# ---- design 1 ----
**Design 1: register map, names as in the netlist**

The bar under the picture is 50 um long. Other sequential cells in the stronger gray, the rest of the logic in the fainter gray.
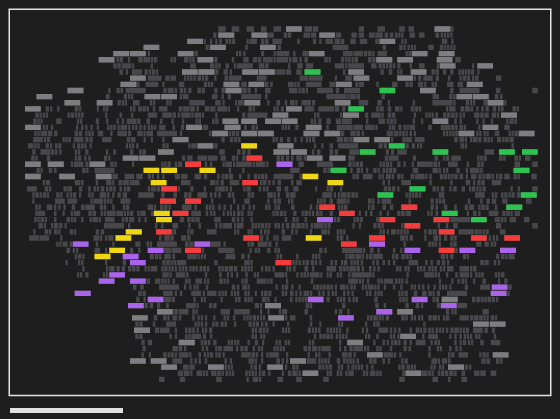

$ cat src/rtl/power_sequence_generator.sv
// Streams k*s, (k*s)^2 and (k*s)^3 for k = 0..L by forward differencing.
// A serial shift-add multiplier builds s^2 and s^3 once per job.
module power_sequence_generator #(
    parameter int IDX_W  = 4,
    parameter int STEP_W = 4,
    parameter int XW     = IDX_W + STEP_W
) (
    input  logic                clk,
    input  logic                reset,
    input  logic                start,
    input  logic [STEP_W-1:0]   step,
    input  logic [IDX_W-1:0]    last_idx,
    output logic                busy,
    output logic                out_valid,
    input  logic                out_ready,
    output logic [IDX_W-1:0]    out_idx,
    output logic [XW-1:0]       out_x,
    output logic [2*XW-1:0]     out_sq,
    output logic [3*XW-1:0]     out_cube,
    output logic                done
);

    localparam int CW = $clog2(2*STEP_W + 1);
    localparam int SW = 2*XW + 2;
    localparam int DW = 3*XW + 3;
    localparam int MW = 3*STEP_W;

    typedef enum logic [1:0] {IDLE, INIT, RUN, DONE} state_t;

    state_t              state_q;
    logic [STEP_W-1:0]   s_q;
    logic [STEP_W-1:0]   mplr_q;
    logic [IDX_W-1:0]    last_q;
    logic [CW-1:0]       cnt_q;
    logic [MW-1:0]       mcand_q;
    logic [MW-1:0]       acc_q;
    logic [2*STEP_W-1:0] s2_q;
    logic [SW-1:0]       e1_q, e2_q;
    logic [DW-1:0]       d1_q, d2_q, d3_q;

    logic [MW-1:0]       acc_sum;
    logic [DW-1:0]       d6_init;
    logic                accept;

    always_comb begin
        acc_sum = acc_q + (mplr_q[0] ? mcand_q : '0);
        d6_init = (DW'(acc_q) << 2) + (DW'(acc_q) << 1);
        accept  = out_valid && out_ready;
    end

    always_ff @(posedge clk) begin
        if (reset) begin
            state_q   <= IDLE;
            s_q       <= '0;
            mplr_q    <= '0;
            last_q    <= '0;
            cnt_q     <= '0;
            mcand_q   <= '0;
            acc_q     <= '0;
            s2_q      <= '0;
            e1_q      <= '0;
            e2_q      <= '0;
            d1_q      <= '0;
            d2_q      <= '0;
            d3_q      <= '0;
            busy      <= 1'b0;
            out_valid <= 1'b0;
            out_idx   <= '0;
            out_x     <= '0;
            out_sq    <= '0;
            out_cube  <= '0;
            done      <= 1'b0;
        end else begin
            done <= 1'b0;
            case (state_q)
                IDLE: begin
                    if (start) begin
                        s_q     <= step;
                        last_q  <= last_idx;
                        mplr_q  <= step;
                        mcand_q <= MW'(step);
                        acc_q   <= '0;
                        cnt_q   <= '0;
                        busy    <= 1'b1;
                        state_q <= INIT;
                    end
                end
                INIT: begin
                    if (cnt_q == CW'(2*STEP_W)) begin
                        // acc_q now holds s^3; seed the difference engines
                        e1_q      <= SW'(s2_q);
                        e2_q      <= SW'(s2_q) << 1;
                        d1_q      <= DW'(acc_q);
                        d2_q      <= d6_init;
                        d3_q      <= d6_init;
                        out_idx   <= '0;
                        out_x     <= '0;
                        out_sq    <= '0;
                        out_cube  <= '0;
                        out_valid <= 1'b1;
                        state_q   <= RUN;
                    end else begin
                        cnt_q <= cnt_q + 1'b1;
                        if (cnt_q == CW'(STEP_W - 1)) begin
                            s2_q    <= acc_sum[2*STEP_W-1:0];
                            acc_q   <= '0;
                            mcand_q <= MW'(acc_sum[2*STEP_W-1:0]);
                            mplr_q  <= s_q;
                        end else begin
                            acc_q   <= acc_sum;
                            mcand_q <= mcand_q << 1;
                            mplr_q  <= mplr_q >> 1;
                        end
                    end
                end
                RUN: begin
                    if (accept) begin
                        if (out_idx == last_q) begin
                            out_valid <= 1'b0;
                            done      <= 1'b1;
                            state_q   <= DONE;
                        end else begin
                            out_idx  <= out_idx + 1'b1;
                            out_x    <= out_x + XW'(s_q);
                            out_sq   <= out_sq + e1_q[2*XW-1:0];
                            e1_q     <= e1_q + e2_q;
                            out_cube <= out_cube + d1_q[3*XW-1:0];
                            d1_q     <= d1_q + d2_q;
                            d2_q     <= d2_q + d3_q;
                        end
                    end
                end
                DONE: begin
                    busy    <= 1'b0;
                    state_q <= IDLE;
                end
                default: state_q <= IDLE;
            endcase
        end
    end

endmodule
$ cat config.mk
export PLATFORM = sky130hd
export DESIGN_NAME = power_sequence_generator
export DESIGN_NICKNAME = d
export VERILOG_FILES = /design/src/rtl/power_sequence_generator.sv
export SDC_FILE = /design/constraint.sdc
export NUM_CORES = 1
export LEC_CHECK = 0
export ABC_AREA = 1
export CORE_ASPECT_RATIO = 0.7
export CORE_MARGIN = 5
export CORE_UTILIZATION = 39
export DETAILED_ROUTE_END_ITERATION = 10
export PLACE_DENSITY = 0.58
export SYNTH_ARGS = -nofsm -noshare
export SYNTH_HDL_FRONTEND = slang
export SYNTH_SLANG_ARGS = --single-unit
export TNS_END_PERCENT = 1
$ cat constraint.sdc
create_clock -name clk -period 2.5 [get_ports clk]
set_input_delay 0.5 -clock clk [delete_from_list [all_inputs] [get_ports clk]]
set_output_delay 0.5 -clock clk [all_outputs]
set_load 0.1 [all_outputs]
# ---- design 2 ----
--- src/rtl/pool_window_feeder.sv ---
// pool_window_feeder: streams a raster feature map into 2x2 pooling windows and emits pooled pixels.
// Ports:
//   clk, rst_n                  clock, asynchronous active-low reset
//   pixel_in/valid/ready        raster-order input stream with valid/ready handshake
//   input1..input4, enable      window (TL, TR, BL, BR) and one-cycle request to the pooling unit
//   pool_result, pool_done      pooled value returned by the pooling unit
//   pooled_out/valid, frame_done  downstream pooled pixel strobe and end-of-frame strobe
module pool_window_feeder #(
   parameter int data_size  = 16,
   parameter int img_width  = 8,
   parameter int img_height = 8
) (
   input  logic                 clk,
   input  logic                 rst_n,
   input  logic [data_size-1:0] pixel_in,
   input  logic                 pixel_valid,
   output logic                 pixel_ready,
   output logic [data_size-1:0] input1,
   output logic [data_size-1:0] input2,
   output logic [data_size-1:0] input3,
   output logic [data_size-1:0] input4,
   output logic                 enable,
   input  logic [data_size-1:0] pool_result,
   input  logic                 pool_done,
   output logic [data_size-1:0] pooled_out,
   output logic                 pooled_valid,
   output logic                 frame_done
);
   localparam int CW = $clog2(img_width);
   localparam int RW = $clog2(img_height);
   typedef enum logic [1:0] {S_RUN, S_ISSUE, S_WAIT} state_t;
   state_t state_q, state_d;
   logic [CW-1:0] col_q, col_d;
   logic [RW-1:0] row_q, row_d;
   logic [data_size-1:0] bl_q, bl_d, in1_q, in1_d, in2_q, in2_d, in3_q, in3_d, in4_q, in4_d;
   logic [data_size-1:0] pooled_q, pooled_d;
   logic valid_q, valid_d, frame_q, frame_d, last_q, last_d;
   logic [data_size-1:0] line_q [img_width];
   logic acc, col_end, row_end;
   assign pixel_ready  = state_q == S_RUN;
   assign enable       = state_q == S_ISSUE;
   assign input1       = in1_q;
   assign input2       = in2_q;
   assign input3       = in3_q;
   assign input4       = in4_q;
   assign pooled_out   = pooled_q;
   assign pooled_valid = valid_q;
   assign frame_done   = frame_q;
   assign acc          = pixel_valid && pixel_ready;
   assign col_end      = col_q == CW'(img_width - 1);
   assign row_end      = row_q == RW'(img_height - 1);
   always_comb begin
      state_d  = state_q;
      col_d    = col_q;
      row_d    = row_q;
      bl_d     = bl_q;
      in1_d    = in1_q;
      in2_d    = in2_q;
      in3_d    = in3_q;
      in4_d    = in4_q;
      pooled_d = pooled_q;
      last_d   = last_q;
      valid_d  = 1'b0;
      frame_d  = 1'b0;
      case (state_q)
         S_RUN: if (acc) begin
            col_d = col_end ? '0 : col_q + 1'b1;
            row_d = col_end ? (row_end ? '0 : row_q + 1'b1) : row_q;
            if (row_q[0] && !col_q[0]) bl_d = pixel_in;
            if (row_q[0] && col_q[0]) begin
               // odd col: col ^ 1 addresses the even (left) column of the window
               in1_d   = line_q[col_q ^ CW'(1)];
               in2_d   = line_q[col_q];
               in3_d   = bl_q;
               in4_d   = pixel_in;
               last_d  = row_end && col_end;
               state_d = S_ISSUE;
            end
         end
         S_ISSUE: state_d = S_WAIT;
         S_WAIT: if (pool_done) begin
            pooled_d = pool_result;
            valid_d  = 1'b1;
            frame_d  = last_q;
            state_d  = S_RUN;
         end
         default: state_d = S_RUN;
      endcase
   end
   always_ff @(posedge clk or negedge rst_n) begin
      if (!rst_n) begin
         state_q  <= S_RUN;
         col_q    <= '0;
         row_q    <= '0;
         bl_q     <= '0;
         in1_q    <= '0;
         in2_q    <= '0;
         in3_q    <= '0;
         in4_q    <= '0;
         pooled_q <= '0;
         valid_q  <= 1'b0;
         frame_q  <= 1'b0;
         last_q   <= 1'b0;
      end else begin
         state_q  <= state_d;
         col_q    <= col_d;
         row_q    <= row_d;
         bl_q     <= bl_d;
         in1_q    <= in1_d;
         in2_q    <= in2_d;
         in3_q    <= in3_d;
         in4_q    <= in4_d;
         pooled_q <= pooled_d;
         valid_q  <= valid_d;
         frame_q  <= frame_d;
         last_q   <= last_d;
      end
   end
   // line buffer holds the even row; every entry is rewritten before the odd row reads it
   always_ff @(posedge clk) begin
      if (acc && !row_q[0]) line_q[col_q] <= pixel_in;
   end
endmodule

--- config.mk ---
export PLATFORM = sky130hd
export DESIGN_NAME = pool_window_feeder
export DESIGN_NICKNAME = d
export VERILOG_FILES = /design/src/rtl/pool_window_feeder.sv
export SDC_FILE = /design/constraint.sdc
export NUM_CORES = 1
export LEC_CHECK = 0
export CAP_MARGIN = 20
export CORE_MARGIN = 10
export CORE_UTILIZATION = 46
export DETAILED_ROUTE_END_ITERATION = 12
export HOLD_SLACK_MARGIN = 0.05
export PLACE_DENSITY = 0.71
export SYNTH_ARGS = -nofsm -noshare
export SYNTH_HDL_FRONTEND = slang
export SYNTH_SLANG_ARGS = --single-unit
--- constraint.sdc ---
create_clock -name clk -period 4.7 [get_ports clk]
set_clock_uncertainty 0.05 [all_clocks]
set_input_delay 0.94 -clock clk [delete_from_list [all_inputs] [get_ports clk]]
set_output_delay 0.94 -clock clk [all_outputs]
set_load 0.03 [all_outputs]
**Design 1: sizing map**

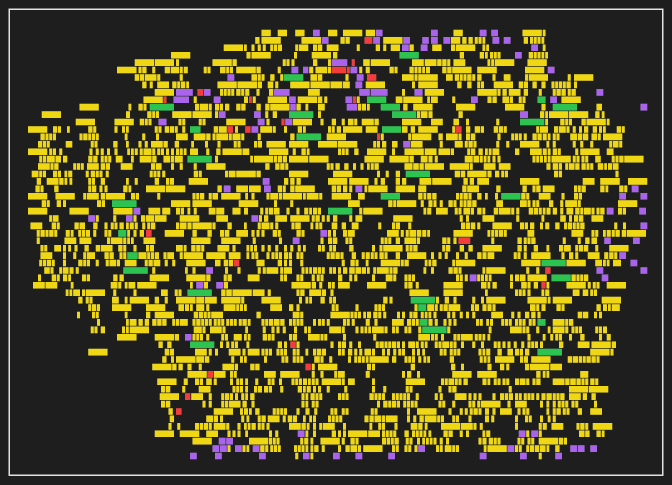
legend:
  _2 cells:
    color: red
    cells: 24
  _6 and larger:
    color: green
    cells: 32
  _3 and _4 cells:
    color: purple
    cells: 101
  _0 and _1 cells:
    color: yellow
    cells: 2231
Area growth, synth to finish: 12.3%
Plain + repair buffers: 102

Notes on 'register map, names as in the netlist' of design 1 above:
legend:
  d2_q:
    color: red
    sequential_cells: 23
  d3_q:
    color: yellow
    sequential_cells: 14
  d1_q:
    color: purple
    sequential_cells: 24
  out_sq:
    color: green
    sequential_cells: 16
not colored: 113
Seq group: 3.65 mW
Core Util, Final: 44.5%
sequential cell area share: 23.7%
register cell area after layout: 0.00380 mm^2

==> results.cfg, design 1 <==
; implementation run metrics
[critical_path]
cp_max_fo = 6
cp_slowest_cell = fa_1
crit_arrival_ns = 2.67
cp_num_cells = 10
r2r_end = d2_q[14]$_SDFFE_PP0P_
reg2reg_from = acc_q[0]$_SDFFE_PP0P_
crit_family = simple AND/OR/NAND/NOR gates
crit_top_cell = nand3_1
endpoint = d2_q[14]$_SDFFE_PP0P_

[sta]
tightestPinTransition_ns = 0.805
skew_ns = 0.0140
hold_viol = 0
grt_setup_unrepaired = no
finalSetupViolations = 0
fin_crit_sh_pct = 92.6

[die]
core_area_mm2 = 0.0361
ioPinCount = 67

[route]
avgRoutedWirePerCell_um = 16.0
routed_via_density = 5.14
dr.first_iter.drc_count = 1528

[flow_run]
warning_count = 34

[synth]
ys_chip_area_mm2 = 0.0143
ys_seq_share_pct = 26.6
flop_cell = dfxtp_1

[cells_and_area]
layout-drive-gt1-share_pct = 6.57
flops = 190
buffer_area_share_pct = 5.47
reg_top3 = d1_q: 24 flops, out_cube: 24 flops, d2_q: 23 flops
clock_area_share_pct = 3.44

[clock_tree]
clk_latency_ns = 0.47
numCtsBuffers = 17

[pwr]
switching_power_mw = 4.55
p_comb_mw = 4.05
pwr_density_cell_mw_per_mm2 = 649
seqPwrFrac_pct = 35.0

[global_routing]
grt_max_degree = 58
gr-usage-all-layers_pct = 22.1
grt_pass1_wl_um = 72200
grt_antenna_before_repair = 0

[placement]
dp_slack_ns = 0.0973

[hold_path]
min_from = d1_q[0]$_SDFFE_PP0P_
hold_end = d1_q[0]$_SDFFE_PP0P_

[status]
status = finished, final reports clean
## design 1: Yosys cell counts (all sizes together) (2+ instances only)
| library cell | number |
|---|---|
| o21ai | 104 |
| clkbuf | 27 |
| a31oi | 16 |
| nor3 | 22 |
| nand2 | 732 |
| buf | 34 |
| dfxtp | 190 |
| o21a | 4 |
| or2 | 9 |
| a22oi | 6 |
| and2 | 3 |
| a21oi | 206 |
| nand4 | 34 |
| xnor2 | 9 |
| nand3b | 26 |
| nor3b | 2 |
| inv | 319 |
| nand3 | 178 |
| a21o | 2 |
| o21bai | 8 |
| nor2 | 217 |
| o211ai | 13 |
| ha | 118 |
| fa | 8 |
| xor2 | 21 |
## design 1: layer usage
layer | vias up | global-route usage (%) | wire (um)
met5 | - | 0 | 0
met4 | 0 | 3.50 | 329
met3 | 25 | 4.44 | 3630
met2 | 435 | 28.7 | 16800
met1 | 6667 | 37.0 | 25100
li1 | 7602 | - | -
## design 1: logic make-up after synthesis
logic type	share of synthesized area, %
AND-OR/OR-AND	13.6
XOR/XNOR	1.84
adder cells (fa/ha/maj)	11.4
buffers and inverters	10.5
flip-flops	26.6
other	0.0262
AND/OR/NAND/NOR	36.0
**Design 2: sizing map**

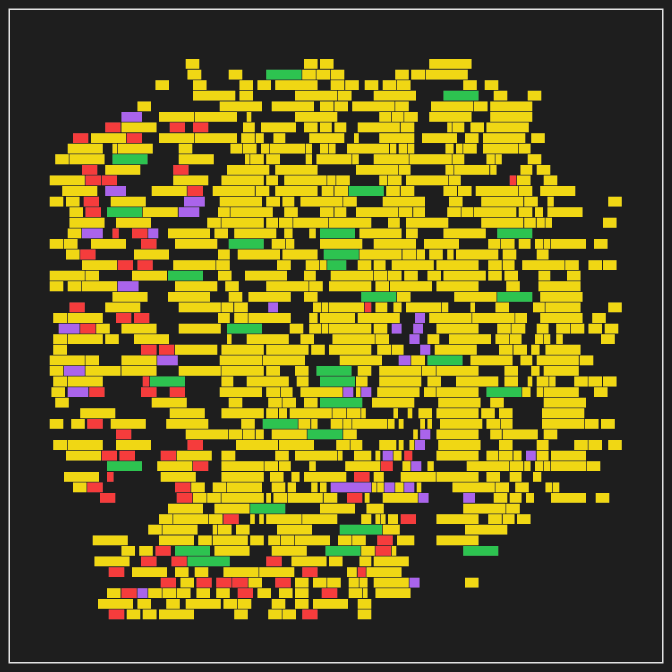
legend:
  _6 and larger:
    color: green
    cells: 29
  _3 and _4 cells:
    color: purple
    cells: 32
  _2 cells:
    color: red
    cells: 67
  _0 and _1 cells:
    color: yellow
    cells: 655
Setup WS post-layout: 1.73 ns
Area growth, synth to finish: 22.4%

==> results.cfg, design 2 <==
; implementation run metrics
[clock_tree]
cts-root-buf = clkbuf_16
cts.clk_slew.worst_paths_ns = 0.06
ctsHoldBuffers = 0
clk_latency_ns = 0.50

[sta]
fin_crit_sh_pct = 63.2

[synth]
top_area_cell = edfxtp_1
synthAdderAreaFrac_pct = 0.625
xor_area_share_pct = 0
synthMostInstantiatedCell = mux2i_1
yosys_cells = 649

[global_routing]
gr-usage-all-layers_pct = 15.9
grt_pass1_vias = 6372

[cells_and_area]
buffer_area_share_pct = 10.8
n_fill_cell = 1657

[route]
routed_via_density = 5.71
avgRoutedWirePerCell_um = 22.1

[hold_path]
hold_path.class = in -> async

[critical_path]
r2r_slack_ns = 1.78

[status]
status = finished, final reports clean

[die]
num_rows = 53

[pwr]
clkPwrFrac_pct = 21.2
[design 2: stage by stage]
| step | cells | total power, mW | worst slack, ns | utilization (%) |
|---|---|---|---|---|
| 6_report | 1058 | 8.93 | 1.73 | 57.8 |
| 4_1_cts | 1058 | 9.01 | 1.75 | 57.8 |
| 2_1_floorplan | 649 | 5.73 | 2.25 | - |
| 3_3_place_gp | 1014 | 6.97 | 1.28 | 54.0 |
| 3_5_place_dp | 1014 | 7.09 | 1.25 | 54.0 |
| 5_1_grt | 1058 | 9.38 | 1.59 | 57.8 |
[design 2: power by group through the flow]
stage	sequential, mW	combinational, mW	clock [mW]
6_report	3.19	3.84	1.90
5_1_grt	3.26	4.10	2.02
4_1_cts	3.19	3.89	1.93
3_5_place_dp	3.22	3.87	0
3_3_place_gp	3.19	3.78	0
2_1_floorplan	3.77	1.96	0
[design 2: flip-flops by register name (all words and copies together) (netlist names)]
signal,flops
bl_q,16
col_q,3
frame_done,1
input1,16
input2,16
input3,16
input4,16
last_q,1
line_q,128
pooled_out,16
pooled_valid,1
row_q,3
state_q,2
[design 2: per-layer routing]
metal	wire length (um)	track usage, %
met1	9850	20.0
met2	11800	27.6
met3	1330	2.81
met4	356	4.16
met5	0	0


==> layout pictures side by side <==
Placement view.
panel A
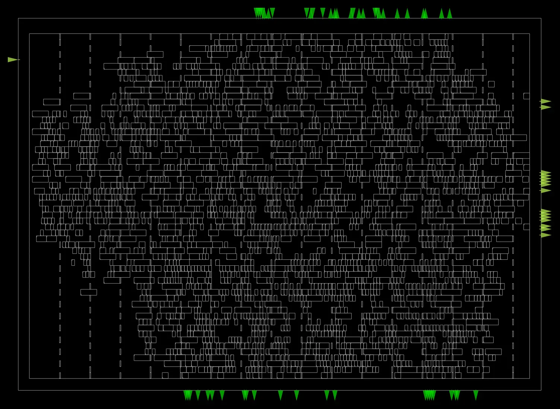
panel B
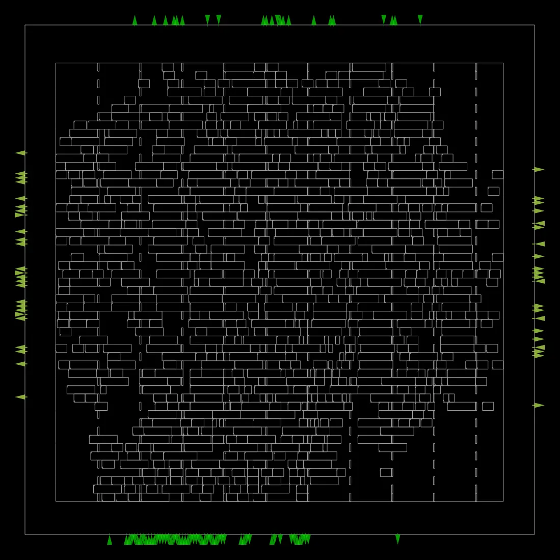
Design 2 is panel B.
Design 1 is panel A.
Of these, highest utilization: panel B
Of these, most sequential cells: panel B

Power figures rest on the tool's default switching activity, not on a simulated workload.
